# pci_defsm_addr_decode

==> src/rtl/pci_defsm_addr_decode.sv <==
// PCI address-phase decoder: latches address/command, claims type-0 config
// and BAR0/BAR1 memory cycles, dispatches to the target FSMs, re-arms at bus idle.
`timescale 1ns/1ps
module pci_defsm_addr_decode #(
  parameter int BAR_LSB = 20,
  parameter int TIMEOUT = 16
) (
  input  logic        PHY_CLK33_I,
  input  logic        PHY_RST_I,
  input  logic        PCI_FRAMEn_I,
  input  logic        PCI_IRDYn_I,
  input  logic        PCI_IDSEL_I,
  input  logic [31:0] PCI_AD_I,
  input  logic [3:0]  PCI_CBEn_I,
  input  logic [31:0] CFG_REG_0x04_I,
  input  logic [31:0] CFG_REG_0x10_I,
  input  logic [31:0] CFG_REG_0x11_I,
  input  logic        DEFSM_CFG_END_I,
  input  logic        DEFSM_MEM_END_I,
  output logic        DEFSM_ADD2CFG_O,
  output logic        DEFSM_ADD2MEM_O,
  output logic        DEFSM_BAR_SEL_O,
  output logic        CFG_WR_O,
  output logic [21:0] PCI_ADD_O,
  output logic [3:0]  PCI_CMD_O,
  output logic        DEFSM_BUSY_O,
  output logic        DEFSM_TIMEOUT_O
);

  typedef enum logic [1:0] {
    IDLE      = 2'd0,
    CFG_BUSY  = 2'd1,
    MEM_BUSY  = 2'd2,
    WAIT_IDLE = 2'd3
  } state_t;

  localparam logic [7:0] TMO_LAST = 8'(TIMEOUT - 1);

  state_t      state_q, state_d;
  logic        framen_d_q;
  logic        post_rst_q;
  logic [7:0]  tmo_cnt_q, tmo_cnt_d;
  logic        add2cfg_q, add2cfg_d;
  logic        add2mem_q, add2mem_d;
  logic        bar_sel_q, bar_sel_d;
  logic        cfg_wr_q, cfg_wr_d;
  logic [21:0] pci_add_q, pci_add_d;
  logic [3:0]  pci_cmd_q, pci_cmd_d;
  logic        busy_q, busy_d;
  logic        timeout_q, timeout_d;

  logic [3:0]  cmd_s;
  logic        cfg_cmd_s, mem_cmd_s;
  logic        bar0_hit_s, bar1_hit_s;
  logic        cfg_claim_s, mem_claim_s;
  logic        addr_phase_s, end_s;
  logic        unused_bits_s;

  assign unused_bits_s = ^{CFG_REG_0x04_I[31:2], CFG_REG_0x04_I[0],
                           CFG_REG_0x10_I[BAR_LSB-1:0], CFG_REG_0x11_I[BAR_LSB-1:0]};

  always_comb begin
    cmd_s     = ~PCI_CBEn_I;
    cfg_cmd_s = 1'b0;
    mem_cmd_s = 1'b0;
    case (cmd_s)
      4'hA, 4'hB:                   cfg_cmd_s = 1'b1;
      4'h6, 4'h7, 4'hC, 4'hE, 4'hF: mem_cmd_s = 1'b1;
      default: begin
        cfg_cmd_s = 1'b0;
        mem_cmd_s = 1'b0;
      end
    endcase
    // An unprogrammed (all-zero) BAR must never claim a cycle.
    bar0_hit_s = (PCI_AD_I[31:BAR_LSB] == CFG_REG_0x10_I[31:BAR_LSB]) &&
                 (|CFG_REG_0x10_I[31:BAR_LSB]);
    bar1_hit_s = (PCI_AD_I[31:BAR_LSB] == CFG_REG_0x11_I[31:BAR_LSB]) &&
                 (|CFG_REG_0x11_I[31:BAR_LSB]);
    cfg_claim_s = cfg_cmd_s && PCI_IDSEL_I && (PCI_AD_I[1:0] == 2'b00);
    mem_claim_s = mem_cmd_s && CFG_REG_0x04_I[1] && (bar0_hit_s || bar1_hit_s);
    // The cycle right after reset is blocked so a FRAME# held low across reset is not taken as a new address phase.
    addr_phase_s = (state_q == IDLE) && framen_d_q && !PCI_FRAMEn_I && !post_rst_q;
    end_s = (state_q == CFG_BUSY) ? DEFSM_CFG_END_I : DEFSM_MEM_END_I;
  end

  always_comb begin
    state_d   = state_q;
    tmo_cnt_d = tmo_cnt_q;
    add2cfg_d = 1'b0;
    add2mem_d = 1'b0;
    timeout_d = 1'b0;
    busy_d    = busy_q;
    bar_sel_d = bar_sel_q;
    cfg_wr_d  = cfg_wr_q;
    pci_add_d = pci_add_q;
    pci_cmd_d = pci_cmd_q;
    case (state_q)
      IDLE: begin
        if (addr_phase_s) begin
          pci_add_d = PCI_AD_I[23:2];
          pci_cmd_d = cmd_s;
          cfg_wr_d  = cmd_s[0];
          bar_sel_d = !bar0_hit_s && bar1_hit_s;
          tmo_cnt_d = 8'd0;
          if (cfg_claim_s) begin
            state_d   = CFG_BUSY;
            add2cfg_d = 1'b1;
            busy_d    = 1'b1;
          end else if (mem_claim_s) begin
            state_d   = MEM_BUSY;
            add2mem_d = 1'b1;
            busy_d    = 1'b1;
          end else begin
            state_d   = WAIT_IDLE;
          end
        end else begin
          state_d = IDLE;
        end
      end
      CFG_BUSY, MEM_BUSY: begin
        // END has priority over a timeout landing in the same cycle.
        if (end_s) begin
          state_d = WAIT_IDLE;
        end else if (tmo_cnt_q == TMO_LAST) begin
          state_d   = WAIT_IDLE;
          timeout_d = 1'b1;
        end else begin
          tmo_cnt_d = tmo_cnt_q + 8'd1;
        end
      end
      WAIT_IDLE: begin
        if (PCI_FRAMEn_I && PCI_IRDYn_I) begin
          state_d = IDLE;
          busy_d  = 1'b0;
        end else begin
          state_d = WAIT_IDLE;
        end
      end
      default: begin
        state_d = IDLE;
        busy_d  = 1'b0;
      end
    endcase
  end

  always_ff @(posedge PHY_CLK33_I) begin
    if (PHY_RST_I) begin
      state_q    <= IDLE;
      framen_d_q <= 1'b1;
      post_rst_q <= 1'b1;
      tmo_cnt_q  <= 8'd0;
      add2cfg_q  <= 1'b0;
      add2mem_q  <= 1'b0;
      bar_sel_q  <= 1'b0;
      cfg_wr_q   <= 1'b0;
      pci_add_q  <= 22'd0;
      pci_cmd_q  <= 4'd0;
      busy_q     <= 1'b0;
      timeout_q  <= 1'b0;
    end else begin
      state_q    <= state_d;
      framen_d_q <= PCI_FRAMEn_I;
      post_rst_q <= 1'b0;
      tmo_cnt_q  <= tmo_cnt_d;
      add2cfg_q  <= add2cfg_d;
      add2mem_q  <= add2mem_d;
      bar_sel_q  <= bar_sel_d;
      cfg_wr_q   <= cfg_wr_d;
      pci_add_q  <= pci_add_d;
      pci_cmd_q  <= pci_cmd_d;
      busy_q     <= busy_d;
      timeout_q  <= timeout_d;
    end
  end

  assign DEFSM_ADD2CFG_O = add2cfg_q;
  assign DEFSM_ADD2MEM_O = add2mem_q;
  assign DEFSM_BAR_SEL_O = bar_sel_q;
  assign CFG_WR_O        = cfg_wr_q;
  assign PCI_ADD_O       = pci_add_q;
  assign PCI_CMD_O       = pci_cmd_q;
  assign DEFSM_BUSY_O    = busy_q;
  assign DEFSM_TIMEOUT_O = timeout_q;

endmodule
==> config.mk <==
export PLATFORM = sky130hd
export DESIGN_NAME = pci_defsm_addr_decode
export DESIGN_NICKNAME = d
export VERILOG_FILES = /design/src/rtl/pci_defsm_addr_decode.sv
export SDC_FILE = /design/constraint.sdc
export NUM_CORES = 1
export LEC_CHECK = 0
export CAP_MARGIN = 40
export CORE_ASPECT_RATIO = 2
export CORE_MARGIN = 1
export CORE_UTILIZATION = 28
export DETAILED_ROUTE_END_ITERATION = 8
export DONT_BUFFER_PORTS = 1
export GPL_TIMING_DRIVEN = 0
export SYNTH_ARGS = -nofsm -noshare
export SYNTH_HDL_FRONTEND = slang
export SYNTH_SLANG_ARGS = --single-unit
==> constraint.sdc <==
create_clock -name PHY_CLK33_I -period 2.6 [get_ports PHY_CLK33_I]
set_input_delay 0.52 -clock PHY_CLK33_I [delete_from_list [all_inputs] [get_ports PHY_CLK33_I]]
set_output_delay 0.52 -clock PHY_CLK33_I [all_outputs]
set_load 0.005 [all_outputs]
Figure 1. Wiring by layer (pci_defsm_addr_decode).
Two of the layers only.
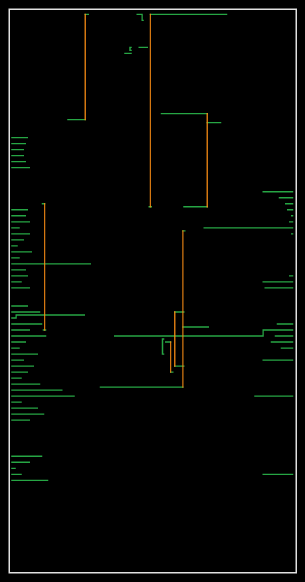
Green marks met3, wire length 422 um. Orange marks met4, wire length 171 um.
Post-Route WL: 5950 um
vias: 1894
All-Layer GR Usage: 0.146
wire per inst: 16.6 um

Figure 2. Cells coloured by class (pci_defsm_addr_decode).
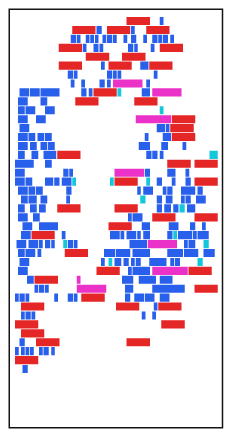
Cyan marks other buffers and delay cells, cells 13. Red marks flip-flops, cells 43. Magenta marks clock drivers and dummy loads, cells 8. Blue marks all other logic, cells 200.
final core utilization: 0.329
Rows: 45
Core Footprint: 0.00760 mm^2
Final Instance Area: 0.00250 mm^2

==> flow_summary_export.csv <==
group,metric,value,unit
synthesis,yosysCellCount,256,
layout,layout.nets,406,
final_timing,setup_viol,0,
clock_tree,path_clk_slew,60,ps
layout,flops,43,
power,swShare,0.249,
run_status,outcome,"completed",
worst_setup_path,worstSetupStartpointType,"flip-flop",
global_routing,antenna_found_initial,0,
synthesis,mux_share,0.00913,
power,p_int,1340,uW
worst_setup_path,rrSetupSlack,540,ps
final_timing,period_needed,2060,ps
final_timing,fin_setup_tns,0,ps
final_timing,slew_headroom,0.560,
clock_tree,clockBufferDepth,2,
layout,sh_seq_area,0.345,
clock_tree,clock_latency,290,ps
layout,largest_reg_flops,22,
worst_setup_path,critical_path.endpoint,"tmo_cnt_q[2]$_SDFFE_PP0P_",
drt,drc_errors,0,
power,seq_power_share,0.405,
drt,top_layer,"met4",
drt,wl_met1,2220,um
worst_setup_path,r2r-end,"tmo_cnt_q[2]$_SDFFE_PP0P_",
power,pg_clk,816,uW
Figure 3. Ports around the boundary (pci_defsm_addr_decode).
Pins as bars across the die edge, other pins in grey.
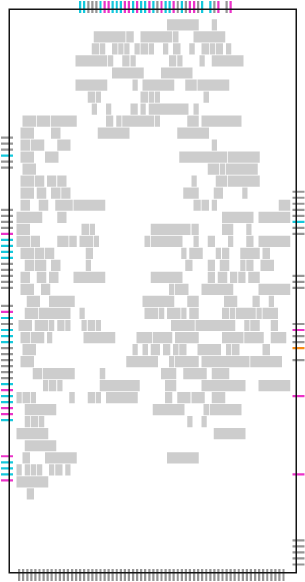
Cyan marks PCI_AD_I, pins 32, direction input, edge 16 left, 15 top, 1 right. Magenta marks PCI_ADD_O, pins 22, direction output, edge 12 top, 7 left, 3 right. Orange marks DEFSM_TIMEOUT_O, pins 1, direction output, edge right.
Die Width: 64.6 um
chip height: 127 um
# port buffers: 0


# uart_fifo

Figure 4. Congestion heat map (uart_fifo).
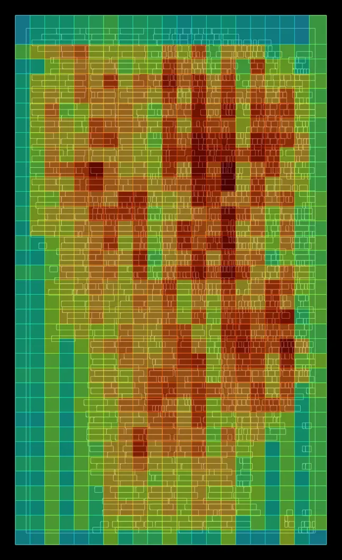
Figure 5. Cells coloured by class (uart_fifo).
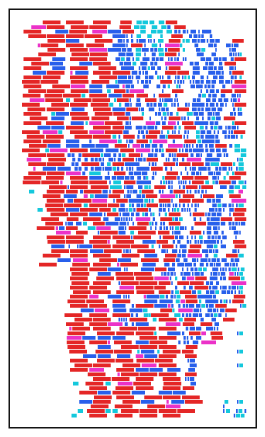
Figure 6. Clock distribution (uart_fifo).
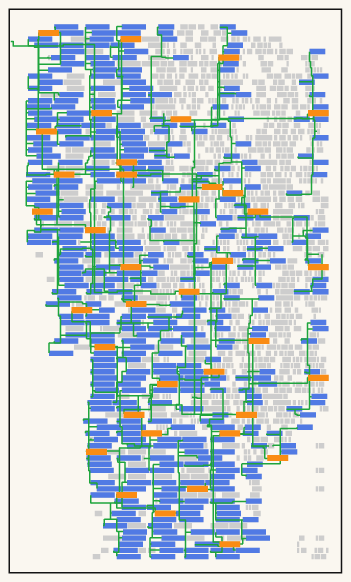
<file path="config.mk">
export PLATFORM = sky130hd
export DESIGN_NAME = uart_fifo
export DESIGN_NICKNAME = d
export VERILOG_FILES = /design/src/rtl/uart_fifo.sv
export SDC_FILE = /design/constraint.sdc
export NUM_CORES = 1
export LEC_CHECK = 0
export CAP_MARGIN = 20
export CORE_ASPECT_RATIO = 1.75
export CORE_MARGIN = 5
export CORE_UTILIZATION = 55
export CTS_CLUSTER_DIAMETER = 50
export DETAILED_ROUTE_END_ITERATION = 6
export GPL_TIMING_DRIVEN = 0
export PLACE_DENSITY = 0.76
export SYNTH_ARGS = -nofsm -noshare
export SYNTH_HDL_FRONTEND = slang
export SYNTH_SLANG_ARGS = --single-unit
</file>
<file path="constraint.sdc">
create_clock -name clk -period 3.89 [get_ports clk]
set_input_delay 0.778 -clock clk [delete_from_list [all_inputs] [get_ports clk]]
set_output_delay 0.778 -clock clk [all_outputs]
set_load 0.005 [all_outputs]
</file>
<file path="src/rtl/uart_fifo.sv">
// Memory-mapped 8N1 UART with programmable baud divisor, TX/RX FIFOs,
// sticky receive error flags and an RX-not-empty interrupt.
module uart_fifo #(
  parameter int BAUD_DIV = 27,
  parameter int FIFO_AW  = 4,
  parameter int DIV_W    = 16
) (
  input  logic        clk,
  input  logic        reset_n,
  input  logic        sel,
  input  logic [1:0]  addr,
  input  logic        we,
  input  logic        re,
  input  logic [31:0] wdata,
  output logic [31:0] rdata,
  output logic        irq,
  output logic        tx,
  input  logic        rx
);

  localparam int unsigned DEPTH = 2 ** FIFO_AW;
  localparam logic [FIFO_AW:0]   CNT_ONE  = (FIFO_AW + 1)'(1);
  localparam logic [FIFO_AW:0]   CNT_FULL = (FIFO_AW + 1)'(DEPTH);
  localparam logic [FIFO_AW-1:0] PTR_ONE  = FIFO_AW'(1);
  localparam logic [DIV_W-1:0]   DIV_ONE  = DIV_W'(1);
  localparam logic [DIV_W-1:0]   DIV_MIN  = DIV_W'(2);

  typedef enum logic [1:0] {IDLE, START, DATA, STOP} state_t;

  // Bus decode
  logic wr_data, wr_status, wr_div;
  assign wr_data   = sel & we & (addr == 2'd0);
  assign wr_status = sel & we & (addr == 2'd1);
  assign wr_div    = sel & we & (addr == 2'd2);

  logic unused_wdata;
  assign unused_wdata = ^wdata;

  logic [DIV_W-1:0] divisor;
  logic             rx_ovr, frm_err, irq_q;

  // FIFO storage
  logic [7:0]         tx_mem [DEPTH];
  logic [7:0]         rx_mem [DEPTH];
  logic [FIFO_AW-1:0] tx_wptr, tx_rptr, rx_wptr, rx_rptr;
  logic [FIFO_AW:0]   tx_count, rx_count;
  logic               tx_full, tx_fifo_empty, rx_full, rx_avail;
  logic               tx_push, tx_pop, rx_push, rx_pop;

  assign tx_full       = (tx_count == CNT_FULL);
  assign tx_fifo_empty = (tx_count == '0);
  assign rx_full       = (rx_count == CNT_FULL);
  assign rx_avail      = (rx_count != '0);

  // TX signals
  state_t           tx_state, tx_state_next;
  logic [DIV_W-1:0] tx_d, tx_cnt;
  logic [2:0]       tx_bit;
  logic [7:0]       tx_shreg;
  logic             tx_q, tx_busy_q, tx_tick, tx_level, tx_busy, tx_empty;

  // RX signals
  state_t           rx_state, rx_state_next;
  logic [DIV_W-1:0] rx_d, rx_cnt;
  logic [2:0]       rx_bit;
  logic [7:0]       rx_shreg;
  logic             rx_s1, rx_s2, rx_prev, rx_fall;
  logic             rx_restart, rx_shift, rx_push_req, frm_set, ovr_set;

  assign tx_push = wr_data & (~tx_full | tx_pop);
  assign rx_pop  = sel & re & (addr == 2'd0) & rx_avail;
  assign rx_push = rx_push_req & (~rx_full | rx_pop);
  assign ovr_set = rx_push_req & rx_full & ~rx_pop;

  always_ff @(posedge clk) begin
    if (tx_push) tx_mem[tx_wptr] <= wdata[7:0];
    if (rx_push) rx_mem[rx_wptr] <= rx_shreg;
  end

  always_ff @(posedge clk) begin
    if (!reset_n) begin
      tx_wptr  <= '0;
      tx_rptr  <= '0;
      tx_count <= '0;
      rx_wptr  <= '0;
      rx_rptr  <= '0;
      rx_count <= '0;
    end else begin
      if (tx_push) tx_wptr <= tx_wptr + PTR_ONE;
      if (tx_pop)  tx_rptr <= tx_rptr + PTR_ONE;
      if (tx_push && !tx_pop)      tx_count <= tx_count + CNT_ONE;
      else if (!tx_push && tx_pop) tx_count <= tx_count - CNT_ONE;
      if (rx_push) rx_wptr <= rx_wptr + PTR_ONE;
      if (rx_pop)  rx_rptr <= rx_rptr + PTR_ONE;
      if (rx_push && !rx_pop)      rx_count <= rx_count + CNT_ONE;
      else if (!rx_push && rx_pop) rx_count <= rx_count - CNT_ONE;
    end
  end

  // Control registers; a flag being set wins over a clear on the same edge
  always_ff @(posedge clk) begin
    if (!reset_n) begin
      divisor <= DIV_W'(BAUD_DIV);
      rx_ovr  <= 1'b0;
      frm_err <= 1'b0;
      irq_q   <= 1'b0;
    end else begin
      if (wr_div)
        divisor <= (wdata[DIV_W-1:0] < DIV_MIN) ? DIV_MIN : wdata[DIV_W-1:0];
      rx_ovr  <= ovr_set | (rx_ovr  & ~(wr_status & wdata[5]));
      frm_err <= frm_set | (frm_err & ~(wr_status & wdata[6]));
      irq_q   <= rx_avail;
    end
  end

  // TX FSM
  always_ff @(posedge clk) begin
    if (!reset_n) tx_state <= IDLE;
    else          tx_state <= tx_state_next;
  end

  always_comb begin
    tx_state_next = tx_state;
    tx_pop        = 1'b0;
    tx_level      = 1'b1;
    tx_tick       = (tx_cnt == tx_d - DIV_ONE);
    case (tx_state)
      IDLE: begin
        if (!tx_fifo_empty) begin
          tx_pop        = 1'b1;
          tx_state_next = START;
        end
      end
      START: begin
        tx_level = 1'b0;
        if (tx_tick) tx_state_next = DATA;
      end
      DATA: begin
        tx_level = tx_shreg[0];
        if (tx_tick && tx_bit == 3'd7) tx_state_next = STOP;
      end
      STOP: begin
        if (tx_tick) begin
          if (!tx_fifo_empty) begin
            tx_pop        = 1'b1;
            tx_state_next = START;
          end else begin
            tx_state_next = IDLE;
          end
        end
      end
      default: tx_state_next = IDLE;
    endcase
  end

  // tx is registered from the state's level, so the line trails the state by one edge
  always_ff @(posedge clk) begin
    if (!reset_n) begin
      tx_q      <= 1'b1;
      tx_busy_q <= 1'b0;
      tx_cnt    <= '0;
      tx_bit    <= '0;
      tx_shreg  <= '0;
      tx_d      <= DIV_W'(BAUD_DIV);
    end else begin
      tx_q      <= tx_level;
      tx_busy_q <= (tx_state != IDLE);
      tx_cnt    <= (tx_state == IDLE || tx_tick) ? '0 : tx_cnt + DIV_ONE;
      if (tx_pop) begin
        tx_shreg <= tx_mem[tx_rptr];
        tx_d     <= divisor;
        tx_bit   <= '0;
      end else if (tx_state == DATA && tx_tick) begin
        tx_shreg <= {1'b0, tx_shreg[7:1]};
        tx_bit   <= tx_bit + 3'd1;
      end
    end
  end

  assign tx_busy  = (tx_state != IDLE) | tx_busy_q;
  assign tx_empty = tx_fifo_empty & ~tx_busy;
  assign tx       = tx_q;

  // RX FSM
  assign rx_fall = rx_prev & ~rx_s2;

  always_ff @(posedge clk) begin
    if (!reset_n) rx_state <= IDLE;
    else          rx_state <= rx_state_next;
  end

  always_comb begin
    rx_state_next = rx_state;
    rx_restart    = 1'b0;
    rx_shift      = 1'b0;
    rx_push_req   = 1'b0;
    frm_set       = 1'b0;
    case (rx_state)
      IDLE: begin
        if (rx_fall) rx_state_next = START;
      end
      START: begin
        if (rx_cnt == (rx_d >> 1) - DIV_ONE) begin
          rx_restart    = 1'b1;
          rx_state_next = rx_s2 ? IDLE : DATA;
        end
      end
      DATA: begin
        if (rx_cnt == rx_d - DIV_ONE) begin
          rx_restart = 1'b1;
          rx_shift   = 1'b1;
          if (rx_bit == 3'd7) rx_state_next = STOP;
        end
      end
      STOP: begin
        if (rx_cnt == rx_d - DIV_ONE) begin
          rx_restart    = 1'b1;
          rx_push_req   = rx_s2;
          frm_set       = ~rx_s2;
          rx_state_next = IDLE;
        end
      end
      default: rx_state_next = IDLE;
    endcase
  end

  always_ff @(posedge clk) begin
    if (!reset_n) begin
      rx_s1    <= 1'b1;
      rx_s2    <= 1'b1;
      rx_prev  <= 1'b1;
      rx_cnt   <= '0;
      rx_bit   <= '0;
      rx_shreg <= '0;
      rx_d     <= DIV_W'(BAUD_DIV);
    end else begin
      rx_s1   <= rx;
      rx_s2   <= rx_s1;
      rx_prev <= rx_s2;
      rx_cnt  <= (rx_state == IDLE || rx_restart) ? '0 : rx_cnt + DIV_ONE;
      if (rx_state == IDLE && rx_fall) begin
        rx_d   <= divisor;
        rx_bit <= '0;
      end
      if (rx_shift) begin
        rx_shreg <= {rx_s2, rx_shreg[7:1]};
        rx_bit   <= rx_bit + 3'd1;
      end
    end
  end

  assign irq = irq_q;

  always_comb begin
    rdata = '0;
    case (addr)
      2'd0: rdata[7:0] = rx_mem[rx_rptr];
      2'd1: begin
        rdata[6:0]  = {frm_err, rx_ovr, tx_busy, rx_full, rx_avail, tx_full, tx_empty};
        rdata[15:8] = 8'(rx_count);
      end
      2'd2: rdata[DIV_W-1:0] = divisor;
      default: rdata = '0;
    endcase
  end

endmodule
</file>
==> flow_summary_export.csv <==
group,metric,value,unit
run_status,outcome,"finished, violations left",
run_status,violations,"negative setup slack",
hold_path,hold_depth,1,
clock_tree,path_clk_slew,70,ps
layout,layout_top_cells,"edfxtp_1 (256), dfxtp_1 (142), nand2_1 (126)",
layout,sh_seq_area,0.514,
worst_setup_path,crit_cells,19,
worst_setup_path,reg2reg_from,"tx_d[1]$_SDFFE_PN1N_",
synthesis,edf_count,256,
global_routing,grt_use_met2,0.449,
final_timing,drv_slew,0,
drt,first_iter_violations,924,
power,powerComb,1500,uW
synthesis,ys_area,0.0178,mm^2
worst_setup_path,max_stage_delay,520,ps
layout,clk_share,0.0598,
synthesis,ys_sh_aoi,0.0517,
synthesis,yosysTopAreaCell,"edfxtp_1",
synthesis,top_cell_area_share,0.431,
layout,fillers,2326,
synthesis,ys_seq_frac,0.598,
run,drv_cap,0,
die,initCoreUtil,0.555,
final_timing,holdWs,418,ps
synthesis,ff_type,"edfxtp_1",
layout,logic_area,0.00692,mm^2
clock_tree,cts_tree,"done",
clock_tree,ctsResizeCount,65,
clock_tree,cts_made_buffers,37,
worst_setup_path,worstSetupStartpointType,"flip-flop",
layout,top_area_cell_class,"registers",
power,power_frac_comb,0.151,
layout,final_cells,1938,
power,p_sw,2520,uW
layout,nonClkBufAreaFrac,0.0612,
final_timing,layout_setup_ws,-32.8,ps
global_routing,grt_pass1_vias,11900,
final_timing,slew_headroom,0.348,
layout,flop_area,0.0107,mm^2
placed_design,dp.final_hpwl,29800,um
final_timing,setup_viol,2,
layout,antenna_cells,0,
clock_tree,cts_sinks,404,
Notes on Figure 4 above:
final core utilization: 0.646
most used routing layer in global routing: met2
GR Util met1: 0.252
grt met3 use: 0.0309

Notes on Figure 5 above:
Cyan marks other buffers and delay cells, cells 179. Blue marks all other logic, cells 888. Red marks flip-flops, cells 404. Magenta marks clock drivers and dummy loads, cells 67.
Rows: 87
Final Instance Area: 0.0207 mm^2

Notes on Figure 6 above:
Green marks clock wires, length 4300 um. Blue marks flip-flops, count 404. Orange marks cells driving clock nets, count 37.
There are 38 routed clock nets.
Clk pwr share: 0.371
clock skew: 30.7 ps
Worst-Skew Late Latency: 550 ps
P_clk: 3690 uW


# draw_control

File: config.mk
export PLATFORM = sky130hd
export DESIGN_NAME = draw_control
export DESIGN_NICKNAME = d
export VERILOG_FILES = /design/src/rtl/draw_control.sv
export SDC_FILE = /design/constraint.sdc
export NUM_CORES = 1
export LEC_CHECK = 0
export CORE_MARGIN = 2
export CORE_UTILIZATION = 35
export DETAILED_ROUTE_END_ITERATION = 12
export PLACE_DENSITY = 0.7
export SYNTH_ARGS = -nofsm -noshare
export SYNTH_HDL_FRONTEND = slang
export SYNTH_SLANG_ARGS = --single-unit
File: constraint.sdc
create_clock -name clk -period 3.7 [get_ports clk]
set_input_delay 0.74 -clock clk [delete_from_list [all_inputs] [get_ports clk]]
set_output_delay 0.74 -clock clk [all_outputs]
set_load 0.1 [all_outputs]
File: src/rtl/draw_control.sv
// Draw sequencer: walks a sprite- or screen-sized raster one pixel per cycle,
// strobing the origin, x/y counter and ROM address counter controls.
module draw_control #(
   parameter int SCREEN_W = 160,
   parameter int SCREEN_H = 120,
   parameter int SPRITE_W = 40,
   parameter int SPRITE_H = 40
) (
   input  logic       clk,
   input  logic       resetn,
   input  logic       start,
   input  logic       abort,
   input  logic       isSprite,
   input  logic [4:0] memSelIn,
   input  logic [4:0] xSelIn,
   input  logic [1:0] ySelIn,
   output logic [4:0] memorySel,
   output logic [4:0] xInitSel,
   output logic [1:0] yInitSel,
   output logic       xInitLoad,
   output logic       yInitLoad,
   output logic       xLoad,
   output logic       yLoad,
   output logic       xCountUp,
   output logic       yCountUp,
   output logic       addressScreenCounterReset,
   output logic       addressSpriteCounterReset,
   output logic       screenCountLoad,
   output logic       spriteCountLoad,
   output logic       plot,
   output logic       busy,
   output logic       done
);

   typedef enum logic [2:0] {
      IDLE      = 3'd0,
      LOAD_INIT = 3'd1,
      LOAD_XY   = 3'd2,
      PRIME     = 3'd3,
      DRAW      = 3'd4,
      DONE      = 3'd5
   } state_t;

   localparam logic [7:0] SPR_COL_LAST = 8'(SPRITE_W - 1);
   localparam logic [7:0] SCR_COL_LAST = 8'(SCREEN_W - 1);
   localparam logic [6:0] SPR_ROW_LAST = 7'(SPRITE_H - 1);
   localparam logic [6:0] SCR_ROW_LAST = 7'(SCREEN_H - 1);

   state_t     state_q, state_d;
   logic [7:0] col_q, col_d;
   logic [6:0] row_q, row_d;
   logic       mode_q, mode_d;
   logic [4:0] mem_sel_q, mem_sel_d;
   logic [4:0] x_sel_q, x_sel_d;
   logic [1:0] y_sel_q, y_sel_d;

   logic [7:0] col_last;
   logic [6:0] row_last;
   logic       col_end, row_end;

   // Raster limits follow the mode latched at start, not the live isSprite pin.
   assign col_last = mode_q ? SPR_COL_LAST : SCR_COL_LAST;
   assign row_last = mode_q ? SPR_ROW_LAST : SCR_ROW_LAST;
   assign col_end  = (col_q == col_last);
   assign row_end  = (row_q == row_last);

   always_comb begin
      state_d   = state_q;
      col_d     = col_q;
      row_d     = row_q;
      mode_d    = mode_q;
      mem_sel_d = mem_sel_q;
      x_sel_d   = x_sel_q;
      y_sel_d   = y_sel_q;
      case (state_q)
         IDLE: begin
            if (start && !abort) begin
               mode_d    = isSprite;
               mem_sel_d = memSelIn;
               x_sel_d   = xSelIn;
               y_sel_d   = ySelIn;
               state_d   = LOAD_INIT;
            end
         end
         LOAD_INIT: state_d = LOAD_XY;
         LOAD_XY: begin
            col_d   = '0;
            row_d   = '0;
            state_d = PRIME;
         end
         PRIME: state_d = DRAW;
         DRAW: begin
            if (!col_end) begin
               col_d = col_q + 8'd1;
            end else if (!row_end) begin
               col_d = '0;
               row_d = row_q + 7'd1;
            end else begin
               state_d = DONE;
            end
         end
         DONE:    state_d = IDLE;
         default: state_d = IDLE;
      endcase
      // Abort outranks every transition; IDLE handles its own abort above.
      if (abort && state_q != IDLE) state_d = IDLE;
   end

   always_ff @(posedge clk or negedge resetn) begin
      if (!resetn) begin
         state_q   <= IDLE;
         col_q     <= '0;
         row_q     <= '0;
         mode_q    <= 1'b0;
         mem_sel_q <= '0;
         x_sel_q   <= '0;
         y_sel_q   <= '0;
      end else begin
         state_q   <= state_d;
         col_q     <= col_d;
         row_q     <= row_d;
         mode_q    <= mode_d;
         mem_sel_q <= mem_sel_d;
         x_sel_q   <= x_sel_d;
         y_sel_q   <= y_sel_d;
      end
   end

   assign memorySel = mem_sel_q;
   assign xInitSel  = x_sel_q;
   assign yInitSel  = y_sel_q;

   always_comb begin
      xInitLoad                 = 1'b0;
      yInitLoad                 = 1'b0;
      xLoad                     = 1'b0;
      yLoad                     = 1'b0;
      xCountUp                  = 1'b0;
      yCountUp                  = 1'b0;
      addressScreenCounterReset = 1'b0;
      addressSpriteCounterReset = 1'b0;
      screenCountLoad           = 1'b0;
      spriteCountLoad           = 1'b0;
      plot                      = 1'b0;
      busy                      = (state_q != IDLE);
      done                      = 1'b0;
      case (state_q)
         LOAD_INIT: begin
            xInitLoad                 = 1'b1;
            yInitLoad                 = 1'b1;
            addressSpriteCounterReset = mode_q;
            addressScreenCounterReset = !mode_q;
         end
         LOAD_XY: begin
            xLoad = 1'b1;
            yLoad = 1'b1;
         end
         PRIME: begin
            spriteCountLoad = mode_q;
            screenCountLoad = !mode_q;
         end
         DRAW: begin
            plot            = 1'b1;
            spriteCountLoad = mode_q;
            screenCountLoad = !mode_q;
            if (!col_end) begin
               xCountUp = 1'b1;
            end else if (!row_end) begin
               xLoad    = 1'b1;
               yCountUp = 1'b1;
            end
         end
         DONE:    done = 1'b1;
         default: ;
      endcase
   end

endmodule

Figure 7. Congestion heat map (draw_control).
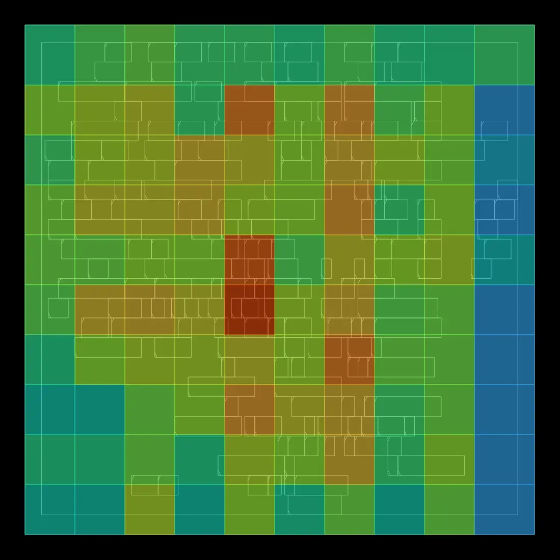
GR Util met1: 0.192
wire per inst: 12.7 um
most used routing layer in global routing: met2
All-Layer GR Usage: 0.138

Figure 8. Ports around the boundary (draw_control).
Pins as bars across the die edge, other pins in grey.
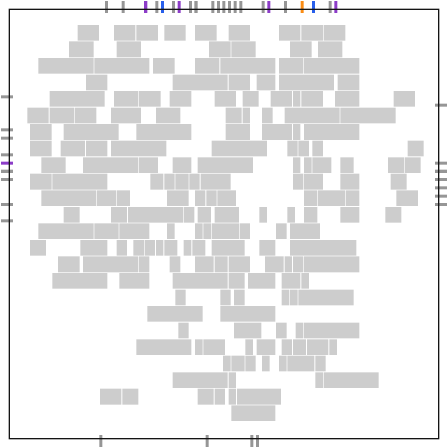
Blue marks ySelIn, pins 2, direction input, edge top. Orange marks abort, pins 1, direction input, edge top. Purple marks xSelIn, pins 5, direction input, edge 4 top, 1 left.
All pins by edge: 22 top, 9 left, 7 right, 4 bottom.
# port buffers: 41
chip height: 70.4 um

==> flow_summary_export.csv <==
group,metric,value,unit
layout,largest_reg_flops,8,
clock_tree,clock_latency,280,ps
power,p_leak,0.000986,uW
layout,sh_comb_area,0.344,
layout,layout_top_cells,"dfrtp_1 (31), clkdlybuf4s50_1 (29), nand2_1 (14), mux2_2 (14), buf_4 (12)",
synthesis,ys_sh_aoi,0.109,
synthesis,top_cell_area_share,0.503,
power,powerComb,693,uW
synthesis,logic_family,"simple AND/OR/NAND/NOR gates",
placed_design,place_area,0.00201,mm^2
run_status,outcome,"completed",
global_routing,grt_util_met3,0.0577,
layout,layout_top_cell,"dfrtp_1",
layout,n_clock_buffer,6,
worst_setup_path,crit_family,"simple AND/OR/NAND/NOR gates",
layout,top_area_cell_class,"registers",
layout,logic_area,732,um^2
layout,layout.nets,207,
final_timing,slew_headroom,0.344,
final_timing,holdWs,502,ps
final_timing,period_used_share,0.804,
die,io_pins,42,
final_timing,worstMarginPinSlew,980,ps
hold_path,hold_class,"flip-flop to flip-flop",
layout,flop_area,776,um^2
power,seq_power_share,0.297,
worst_setup_path,reg2reg_from,"mode_q$_DFFE_PN0P_",
drt,drc_errors,0,
die,initCoreUtil,0.359,
power,pg_clk,341,uW
clock_tree,post_cts_buffers,0,
layout,final_cells,241,
die,die_x,70.4,um
worst_setup_path,path_buffers,2,
worst_setup_path,max_stage_delay,500,ps
clock_tree,cts_made_buffers,5,
final_timing,clock.fmax,0.336,GHz

# jump_input_ctrl

Figure 9. Ports around the boundary (jump_input_ctrl).
Pins as bars across the die edge, other pins in grey.
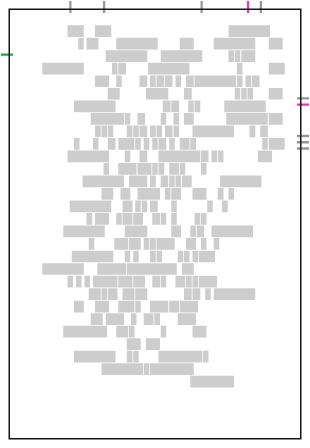
Figure 10. Clock distribution (jump_input_ctrl).
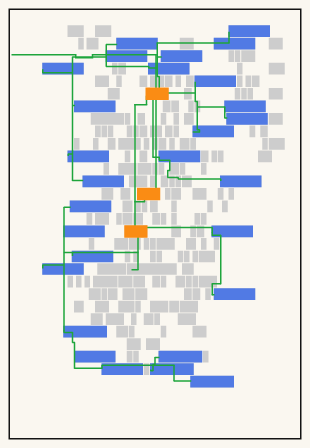
Figure 11. Wiring by layer (jump_input_ctrl).
Two of the layers only.
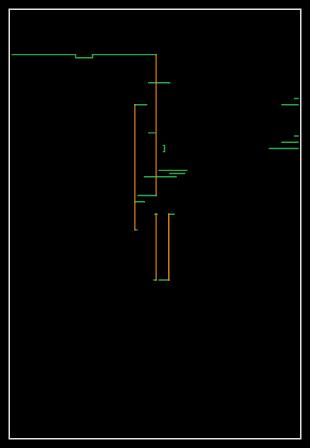
==> config.mk <==
export PLATFORM = sky130hd
export DESIGN_NAME = jump_input_ctrl
export DESIGN_NICKNAME = d
export VERILOG_FILES = /design/src/rtl/jump_input_ctrl.sv
export SDC_FILE = /design/constraint.sdc
export NUM_CORES = 1
export LEC_CHECK = 0
export ABC_AREA = 1
export CAP_MARGIN = 20
export CORE_AREA = 2 2 61 91
export CTS_CLUSTER_DIAMETER = 50
export DETAILED_ROUTE_END_ITERATION = 12
export DIE_AREA = 0 0 63 93
export PLACE_DENSITY = 0.55
export SYNTH_ARGS = -nofsm -noshare
export SYNTH_HDL_FRONTEND = slang
export SYNTH_SLANG_ARGS = --single-unit
==> constraint.sdc <==
create_clock -name CLK100MHZ -period 1.4 [get_ports CLK100MHZ]
set_input_delay 0.21 -clock CLK100MHZ [delete_from_list [all_inputs] [get_ports CLK100MHZ]]
set_output_delay 0.21 -clock CLK100MHZ [all_outputs]
set_load 0.02 [all_outputs]
==> src/rtl/jump_input_ctrl.sv <==
// Jump button front end: sync, debounce, press edge, jump request latch.
// Ports: CLK100MHZ, reset_btn (async high), jump_btn (raw), game_tick,
//   isdead in; press, btn_level, jump_req, start, state[1:0] out.
module jump_input_ctrl #(
  parameter int SYNC_STAGES     = 2,
  parameter int DEBOUNCE_CYCLES = 1_000_000,
  parameter int CNT_W           = 20
) (
  input  logic       CLK100MHZ,
  input  logic       reset_btn,
  input  logic       jump_btn,
  input  logic       game_tick,
  input  logic       isdead,
  output logic       press,
  output logic       btn_level,
  output logic       jump_req,
  output logic       start,
  output logic [1:0] state
);

  typedef enum logic [1:0] {
    IDLE = 2'd0,
    RUN  = 2'd1,
    DEAD = 2'd2
  } st_e;

  localparam logic [CNT_W-1:0] CNT_MAX =
    CNT_W'(DEBOUNCE_CYCLES - 1);

  logic [SYNC_STAGES-1:0] sync;
  logic [CNT_W-1:0]       cnt;
  logic                   s;
  st_e                    st;
  st_e                    st_nx;
  logic                   jr_nx;

  assign s     = sync[SYNC_STAGES-1];
  assign state = st;

  always_ff @(posedge CLK100MHZ or posedge reset_btn) begin
    if (reset_btn) begin
      sync      <= '0;
      cnt       <= '0;
      btn_level <= 1'b0;
      press     <= 1'b0;
    end else begin
      sync  <= {sync[SYNC_STAGES-2:0], jump_btn};
      press <= 1'b0;
      if (s == btn_level) begin
        cnt <= '0;
      end else if (cnt == CNT_MAX) begin
        // Level accepted; pulse only on the rising acceptance.
        btn_level <= s;
        press     <= s;
        cnt       <= '0;
      end else begin
        cnt <= cnt + CNT_W'(1);
      end
    end
  end

  always_comb begin
    st_nx = IDLE;
    unique case (st)
      IDLE:    st_nx = press  ? RUN  : IDLE;
      RUN:     st_nx = isdead ? DEAD : RUN;
      DEAD:    st_nx = press  ? IDLE : DEAD;
      default: st_nx = IDLE;
    endcase
  end

  // A press in RUN beats a same-cycle tick so it is never lost.
  always_comb begin
    jr_nx = jump_req;
    if (st != RUN || st_nx != RUN) begin
      jr_nx = 1'b0;
    end else if (press) begin
      jr_nx = 1'b1;
    end else if (game_tick) begin
      jr_nx = 1'b0;
    end
  end

  always_ff @(posedge CLK100MHZ or posedge reset_btn) begin
    if (reset_btn) begin
      st       <= IDLE;
      start    <= 1'b0;
      jump_req <= 1'b0;
    end else begin
      st       <= st_nx;
      start    <= (st_nx == RUN);
      jump_req <= jr_nx;
    end
  end

endmodule

==> flow_summary_export.csv <==
group,metric,value,unit
power,vdd_drop_max,0.372,mV
layout,sh_seq_area,0.380,
worst_setup_path,crit_family,"simple AND/OR/NAND/NOR gates",
synthesis,edf_count,0,
power,p_int,1250,uW
synthesis,postSynthCellCount,182,
layout,flop_area,706,um^2
clock_tree,post_cts_buffers,0,
worst_setup_path,r2r-end,"cnt[9]$_DFF_PP0_",
worst_setup_path,worst_r2r_path_depth,7,
placed_design,place_inst,265,
global_routing,antenna_found_initial,0,
run,warning_count,26,
global_routing,grt_use_met2,0.235,
power,seq_power_share,0.523,
drt,viasPerCell,4.47,
power,powerComb,104,uW
worst_setup_path,critical_path.endpoint,"cnt[9]$_DFF_PP0_",
layout,flops,28,
synthesis,ys_sh_aoi,0.0342,
layout,logic_gates,131,
layout,sh_comb_area,0.393,
worst_setup_path,path_class,"flip-flop to flip-flop",
synthesis,ys_area,0.00146,mm^2
synthesis,ys_ff,28,
power,p_leak,0.000809,uW
synthesis,top_cell_area_share,0.479,
run_status,outcome,"completed",
synthesis,syn_nets,188,
die,initCoreUtil,0.288,
die,taps,68,
layout,nNonClkBuffers,21,
Notes on Figure 9 above:
Magenta marks state, pins 2, direction output, edge 1 top, 1 right. Green marks CLK100MHZ, pins 1, direction input, edge left.
Die Width: 63 um
# port buffers: 10

Notes on Figure 10 above:
Green marks clock wires, length 407 um. Orange marks cells driving clock nets, count 3. Blue marks flip-flops, count 28.
There are 4 routed clock nets.
P_clk: 655 uW
clock skew: 2.68 ps
Worst-Skew Late Latency: 280 ps
Clk pwr share: 0.411

Notes on Figure 11 above:
Green marks met3, wire length 83.7 um. Orange marks met4, wire length 86.4 um.
vias: 1229
All-Layer GR Usage: 0.127


# slot_scheduler

Figure 12. Wiring by layer (slot_scheduler).
Two of the layers only.
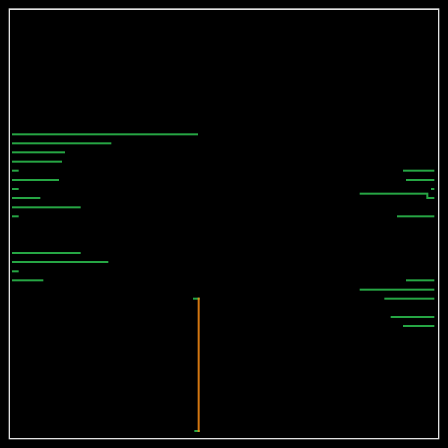
Figure 13. Clock distribution (slot_scheduler).
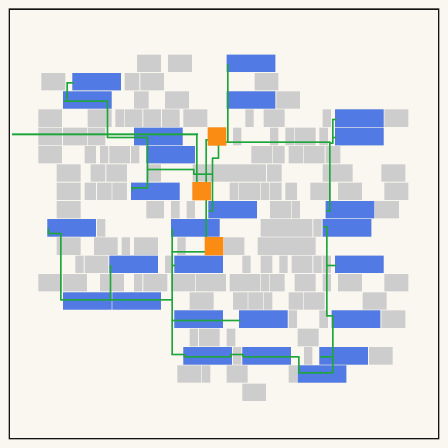
### config.mk
export PLATFORM = sky130hd
export DESIGN_NAME = slot_scheduler
export DESIGN_NICKNAME = d
export VERILOG_FILES = /design/src/rtl/slot_scheduler.sv
export SDC_FILE = /design/constraint.sdc
export NUM_CORES = 1
export LEC_CHECK = 0
export CAP_MARGIN = 20
export CORE_MARGIN = 4
export CORE_UTILIZATION = 35
export CTS_CLUSTER_SIZE = 10
export DETAILED_ROUTE_END_ITERATION = 6
export PLACE_DENSITY = 0.64
export SLEW_MARGIN = 15
export SYNTH_ARGS = -nofsm -noshare
export SYNTH_HDL_FRONTEND = slang
export SYNTH_SLANG_ARGS = --single-unit
export TNS_END_PERCENT = 30
### constraint.sdc
create_clock -name clk -period 5.2 [get_ports clk]
set_clock_uncertainty 0.1 [all_clocks]
set_input_delay 1.04 -clock clk [delete_from_list [all_inputs] [get_ports clk]]
set_output_delay 1.04 -clock clk [all_outputs]
set_load 0.02 [all_outputs]
### src/rtl/slot_scheduler.sv
// Four-way time-slot arbiter with a rotating one-hot slot pointer and registered grants.
// Define SLOT_SKIP_EN for work-conserving mode; leave it undefined for strict TDM rotation.
module slot_scheduler #(
  parameter int SLOT_LEN = 20,
  parameter int CW       = 15
) (
  input  logic          clk,
  input  logic          reset,
  input  logic [3:0]    req,
  input  logic [3:0]    done,
  output logic [3:0]    grant,
  output logic [3:0]    slot_ptr,
  output logic [CW-1:0] slot_cnt,
  output logic          busy
);

  localparam logic [CW-1:0] LAST_CNT = CW'(SLOT_LEN - 1);

  logic [3:0]    r_grant;
  logic [3:0]    r_ptr;
  logic [CW-1:0] r_cnt;
  logic          r_busy;

  logic          w_last;
  logic          w_release;

  assign w_last = (r_cnt == LAST_CNT);
  // The current owner gives up its slot through done or by dropping req.
  assign w_release = (|r_grant) && ((|(done & r_grant)) || !(|(req & r_grant)));

`ifndef SLOT_SKIP_EN

  logic          r_started;
  logic          r_released;
  logic          w_boundary;
  logic [3:0]    w_rotl;
  logic [3:0]    w_ptr_next;
  logic          w_released_next;
  logic [3:0]    w_grant_next;

  // The first cycle after reset opens slot 1000 without counting it as a slot cycle.
  assign w_boundary      = r_started && w_last;
  assign w_rotl          = {r_ptr[2:0], r_ptr[3]};
  assign w_ptr_next      = w_boundary ? w_rotl : r_ptr;
  assign w_released_next = w_boundary ? 1'b0 : (r_released | w_release);
  assign w_grant_next    = w_ptr_next & req & {4{~w_released_next}};

  always_ff @(posedge clk) begin
    if (reset) begin
      r_started  <= 1'b0;
      r_released <= 1'b0;
      r_ptr      <= 4'b1000;
      r_cnt      <= '0;
      r_grant    <= 4'b0000;
      r_busy     <= 1'b0;
    end else begin
      r_started  <= 1'b1;
      r_released <= w_released_next;
      r_ptr      <= w_ptr_next;
      r_grant    <= w_grant_next;
      r_busy     <= |w_grant_next;
      if (w_boundary) begin
        r_cnt <= '0;
      end else if (r_started) begin
        r_cnt <= r_cnt + CW'(1);
      end
    end
  end

`else

  typedef enum logic {ST_IDLE, ST_OWN} state_t;

  state_t     r_state;
  logic [7:0] w_dbl;
  logic [3:0] w_cand [4];
  logic [3:0] w_winner;
  logic       w_found;

  assign w_dbl = {r_ptr, r_ptr};

  // w_cand[k] is the pointer rotated left k+1 times; the last entry is the pointer itself.
  for (genvar gi = 0; gi < 4; gi++) begin : g_cand
    assign w_cand[gi] = w_dbl[6-gi -: 4];
  end

  always_comb begin
    w_winner = 4'b0000;
    w_found  = 1'b0;
    for (int k = 0; k < 4; k++) begin
      if (!w_found && (|(w_cand[k] & req))) begin
        w_winner = w_cand[k];
        w_found  = 1'b1;
      end
    end
  end

  always_ff @(posedge clk) begin
    if (reset) begin
      r_state <= ST_IDLE;
      r_ptr   <= 4'b1000;
      r_cnt   <= '0;
      r_grant <= 4'b0000;
      r_busy  <= 1'b0;
    end else begin
      case (r_state)
        ST_IDLE: begin
          r_cnt <= '0;
          if (w_found) begin
            r_grant <= w_winner;
            r_ptr   <= w_winner;
            r_busy  <= 1'b1;
            r_state <= ST_OWN;
          end else begin
            r_grant <= 4'b0000;
            r_busy  <= 1'b0;
          end
        end
        ST_OWN: begin
          // Every slot end passes through IDLE, giving the mandatory dead cycle.
          if (w_release || w_last) begin
            r_grant <= 4'b0000;
            r_busy  <= 1'b0;
            r_cnt   <= '0;
            r_state <= ST_IDLE;
          end else begin
            r_cnt <= r_cnt + CW'(1);
          end
        end
        default: begin
          r_grant <= 4'b0000;
          r_busy  <= 1'b0;
          r_cnt   <= '0;
          r_state <= ST_IDLE;
        end
      endcase
    end
  end

`endif

  assign grant    = r_grant;
  assign slot_ptr = r_ptr;
  assign slot_cnt = r_cnt;
  assign busy     = r_busy;

endmodule

==> flow_summary_export.csv <==
group,metric,value,unit
layout,syn2layout_area_growth,38.0,%
worst_setup_path,cpMaxStageDelayCell,"clkdlybuf4s50_1",
layout,sh_seq_area,0.347,
synthesis,xor_share,0.113,
worst_setup_path,crit_family,"buffers and inverters",
run,warning_count,26,
synthesis,simple_gate_share,0.272,
worst_setup_path,r2r-end,"busy$_SDFF_PP0_",
run_status,outcome,"completed",
synthesis,ff_type,"dfxtp_1",
power,p_leak,0.000572,uW
layout,fin_util,0.525,
die,dieHeight,63.7,um
drt,viasPerCell,5.01,
worst_setup_path,crit_arrival,1490,ps
synthesis,ys_async_sr_fraction,0,
final_timing,drv_slew,0,
final_timing,rsz0062_at_grt,"no",
placed_design,place.gp.congestion,0.782,
die,rows,19,
final_timing,period_used_share,0.505,
layout,final_cells,180,
drt,wl_met1,991,um
hold_path,hp-start,"r_released$_SDFF_PP0_",
layout,layout_top_cells,"clkdlybuf4s50_1 (33), dfxtp_1 (26), nor2_1 (23)",
About Figure 12:
Orange marks met4, wire length 19.7 um. Green marks met3, wire length 167 um.
vias: 901
wire per inst: 12.4 um
Post-Route WL: 2240 um
All-Layer GR Usage: 0.118

About Figure 13:
Orange marks cells driving clock nets, count 3. Green marks clock wires, length 273 um. Blue marks flip-flops, count 26.
There are 4 routed clock nets.
Clk pwr share: 0.366
P_clk: 136 uW
Worst-Skew Late Latency: 310 ps


# uart_transmitter

Figure 14. Cells coloured by class (uart_transmitter).
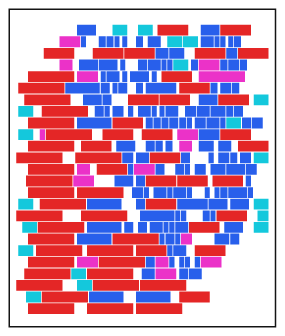
Figure 15. Ports around the boundary (uart_transmitter).
Pins as bars across the die edge, other pins in grey.
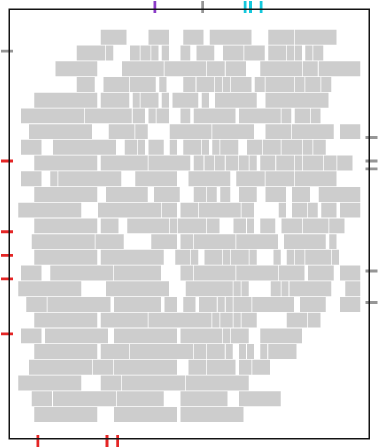
## config.mk

```make
export PLATFORM = sky130hd
export DESIGN_NAME = uart_transmitter
export DESIGN_NICKNAME = d
export VERILOG_FILES = /design/src/rtl/uart_transmitter.sv
export SDC_FILE = /design/constraint.sdc
export NUM_CORES = 1
export LEC_CHECK = 0
export CORE_ASPECT_RATIO = 1.2
export CORE_MARGIN = 1
export CORE_UTILIZATION = 62
export CTS_CLUSTER_DIAMETER = 120
export DETAILED_ROUTE_END_ITERATION = 12
export GPL_ROUTABILITY_DRIVEN = 0
export PLACE_DENSITY = 0.94
export SLEW_MARGIN = 20
export SYNTH_ARGS = -nofsm -noshare
export SYNTH_HDL_FRONTEND = slang
export SYNTH_SLANG_ARGS = --single-unit
```

## constraint.sdc

```tcl
create_clock -name clk_50MHz -period 5.7 [get_ports clk_50MHz]
set_input_delay 0.57 -clock clk_50MHz [delete_from_list [all_inputs] [get_ports clk_50MHz]]
set_output_delay 0.57 -clock clk_50MHz [all_outputs]
set_load 0.02 [all_outputs]
```

## src/rtl/uart_transmitter.sv

```systemverilog
// 8N1 UART transmitter timed by a shared 16x oversampling strobe, fed through a small FIFO.
// Frames are serialised LSB-first and sent back-to-back while bytes remain queued.
module uart_transmitter #(
  parameter int unsigned DATA_BITS     = 8,
  parameter int unsigned STOP_BIT_TICK = 16,
  parameter int unsigned FIFO_DEPTH    = 4
) (
  input  logic                             clk_50MHz,
  input  logic                             reset,
  input  logic                             sample_tick,
  input  logic [DATA_BITS-1:0]             tx_data,
  input  logic                             tx_valid,
  output logic                             tx_ready,
  output logic                             tx,
  output logic                             tx_busy,
  output logic                             tx_done,
  output logic [$clog2(FIFO_DEPTH+1)-1:0]  fifo_count
);

  localparam int unsigned CntW  = $clog2(FIFO_DEPTH + 1);
  localparam int unsigned PtrW  = $clog2(FIFO_DEPTH);
  localparam int unsigned TickW = $clog2(STOP_BIT_TICK);
  localparam int unsigned BitW  = (DATA_BITS > 1) ? $clog2(DATA_BITS) : 1;

  localparam logic [TickW-1:0] TickLast = TickW'(STOP_BIT_TICK - 1);
  localparam logic [BitW-1:0]  BitLast  = BitW'(DATA_BITS - 1);
  localparam logic [CntW-1:0]  CntFull  = CntW'(FIFO_DEPTH);

  typedef enum logic [1:0] {
    StIdle,
    StStart,
    StData,
    StStop
  } state_e;

  // FIFO storage and bookkeeping
  logic [DATA_BITS-1:0] fifo_mem_q [FIFO_DEPTH];
  logic [PtrW-1:0]      wr_ptr_q;
  logic [PtrW-1:0]      rd_ptr_q;
  logic [CntW-1:0]      count_q;

  // Serialiser state
  state_e               state_q;
  logic [TickW-1:0]     tick_q;
  logic [BitW-1:0]      bit_q;
  logic [DATA_BITS-1:0] shift_q;

  logic                 push;
  logic                 pop;
  logic                 fifo_nonempty;
  logic                 tick_last;
  logic [DATA_BITS-1:0] fifo_head;
  logic [DATA_BITS-1:0] shift_next;

  always_comb begin
    fifo_count    = count_q;
    tx_ready      = (count_q != CntFull);
    fifo_nonempty = (count_q != '0);
    fifo_head     = fifo_mem_q[rd_ptr_q];
    tick_last     = (tick_q == TickLast);
    shift_next    = shift_q >> 1;
    push          = tx_valid && tx_ready;
    // A pop happens exactly where the FSM launches a frame: from idle, or at the end of a stop bit.
    pop           = sample_tick && fifo_nonempty &&
                    ((state_q == StIdle) || ((state_q == StStop) && tick_last));
  end

  always_ff @(posedge clk_50MHz) begin
    if (reset) begin
      wr_ptr_q <= '0;
      rd_ptr_q <= '0;
      count_q  <= '0;
    end else begin
      if (push) begin
        wr_ptr_q <= wr_ptr_q + PtrW'(1);
      end
      if (pop) begin
        rd_ptr_q <= rd_ptr_q + PtrW'(1);
      end
      if (push && !pop) begin
        count_q <= count_q + CntW'(1);
      end else if (pop && !push) begin
        count_q <= count_q - CntW'(1);
      end
    end
  end

  always_ff @(posedge clk_50MHz) begin
    if (!reset && push) begin
      fifo_mem_q[wr_ptr_q] <= tx_data;
    end
  end

  always_ff @(posedge clk_50MHz) begin
    if (reset) begin
      state_q <= StIdle;
      tick_q  <= '0;
      bit_q   <= '0;
      shift_q <= '0;
      tx      <= 1'b1;
      tx_busy <= 1'b0;
      tx_done <= 1'b0;
    end else begin
      tx_done <= 1'b0;
      if (sample_tick) begin
        unique case (state_q)
          StIdle: begin
            if (fifo_nonempty) begin
              shift_q <= fifo_head;
              tx      <= 1'b0;
              tick_q  <= '0;
              tx_busy <= 1'b1;
              state_q <= StStart;
            end
          end
          StStart: begin
            if (tick_last) begin
              tick_q  <= '0;
              bit_q   <= '0;
              tx      <= shift_q[0];
              state_q <= StData;
            end else begin
              tick_q <= tick_q + TickW'(1);
            end
          end
          StData: begin
            if (tick_last) begin
              tick_q <= '0;
              if (bit_q == BitLast) begin
                tx      <= 1'b1;
                state_q <= StStop;
              end else begin
                shift_q <= shift_next;
                tx      <= shift_next[0];
                bit_q   <= bit_q + BitW'(1);
              end
            end else begin
              tick_q <= tick_q + TickW'(1);
            end
          end
          StStop: begin
            if (tick_last) begin
              tick_q  <= '0;
              tx_done <= 1'b1;
              // Chain straight into the next start bit so queued frames leave no idle gap.
              if (fifo_nonempty) begin
                shift_q <= fifo_head;
                tx      <= 1'b0;
                state_q <= StStart;
              end else begin
                tx_busy <= 1'b0;
                state_q <= StIdle;
              end
            end else begin
              tick_q <= tick_q + TickW'(1);
            end
          end
          default: state_q <= StIdle;
        endcase
      end
    end
  end

  assert property (@(posedge clk_50MHz) disable iff (reset) count_q <= CntFull);

endmodule

```

==> flow_summary_export.csv <==
group,metric,value,unit
run_status,outcome,"completed",
synthesis,ys_area,0.00269,mm^2
layout,nNonClkBuffers,19,
layout,nonClkBufAreaFrac,0.0607,
drt,top_layer,"met4",
global_routing,grt_pass1_wl,7790,um
worst_setup_path,end_kind,"flip-flop",
power,powerComb,436,uW
final_timing,period_used_share,0.455,
synthesis,simple_gate_share,0.138,
layout,reg_top3,"fifo_mem_q: 32 flops, shift_q: 8 flops, tick_q: 4 flops",
final_timing,setup_viol,0,
die,rows,25,
synthesis,yosysCellCount,212,
synthesis,ys_async_sr_fraction,0,
placed_design,place_inst,276,
global_routing,grt-ovfl-total,0,
layout,logic_area,0.00106,mm^2
layout,sh_comb_area,0.344,
hold_path,whs_endpoint,"shift_q[1]$_SDFFE_PP0P_",
worst_setup_path,cpMaxStageDelayCell,"or4b_4",
power,p_seq,606,uW
power,pg_clk,382,uW
layout,drive_gt1_frac,0.126,
power,clock_power_share,0.268,
final_timing,fin_setup_tns,0,ps
worst_setup_path,required,5940,ps
final_timing,slew_headroom,0.549,
drt,drc_errors,0,
drt,vias,1738,
die,initCoreUtil,0.665,
clock_tree,path_clk_slew,80,ps
About Figure 14:
Magenta marks clock drivers and dummy loads, cells 16. Cyan marks other buffers and delay cells, cells 19. Red marks flip-flops, cells 61. Blue marks all other logic, cells 142.
final core utilization: 0.766
sequential share of cell area: 0.499
Core Footprint: 0.00404 mm^2

About Figure 15:
Red marks tx_data, pins 8, direction input, edge 5 left, 3 bottom. Cyan marks fifo_count, pins 3, direction output, edge top. Purple marks tx_valid, pins 1, direction input, edge top.
All pins by edge: 6 left, 5 top, 5 right, 3 bottom.
Die Width: 62.1 um
# port buffers: 18



==> screenshots <==
Cells coloured by class.
panel A
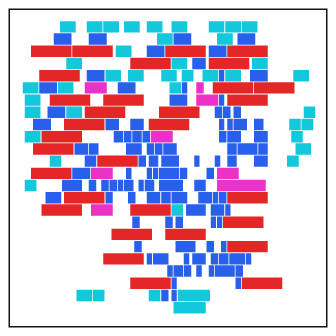
panel B
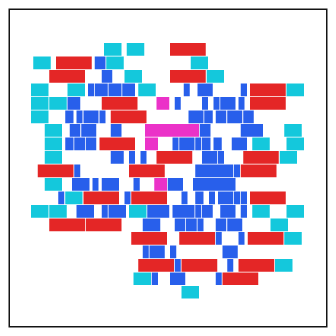
panel C
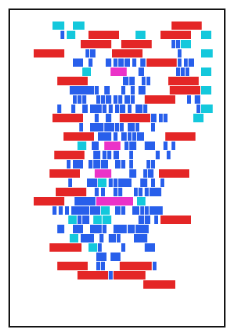
Of these, fewest cells: panel B
Panel A comes from draw_control.
Panel C comes from jump_input_ctrl.
Panel B comes from slot_scheduler.

Power figures rest on the tool's default switching activity, not on a simulated workload.
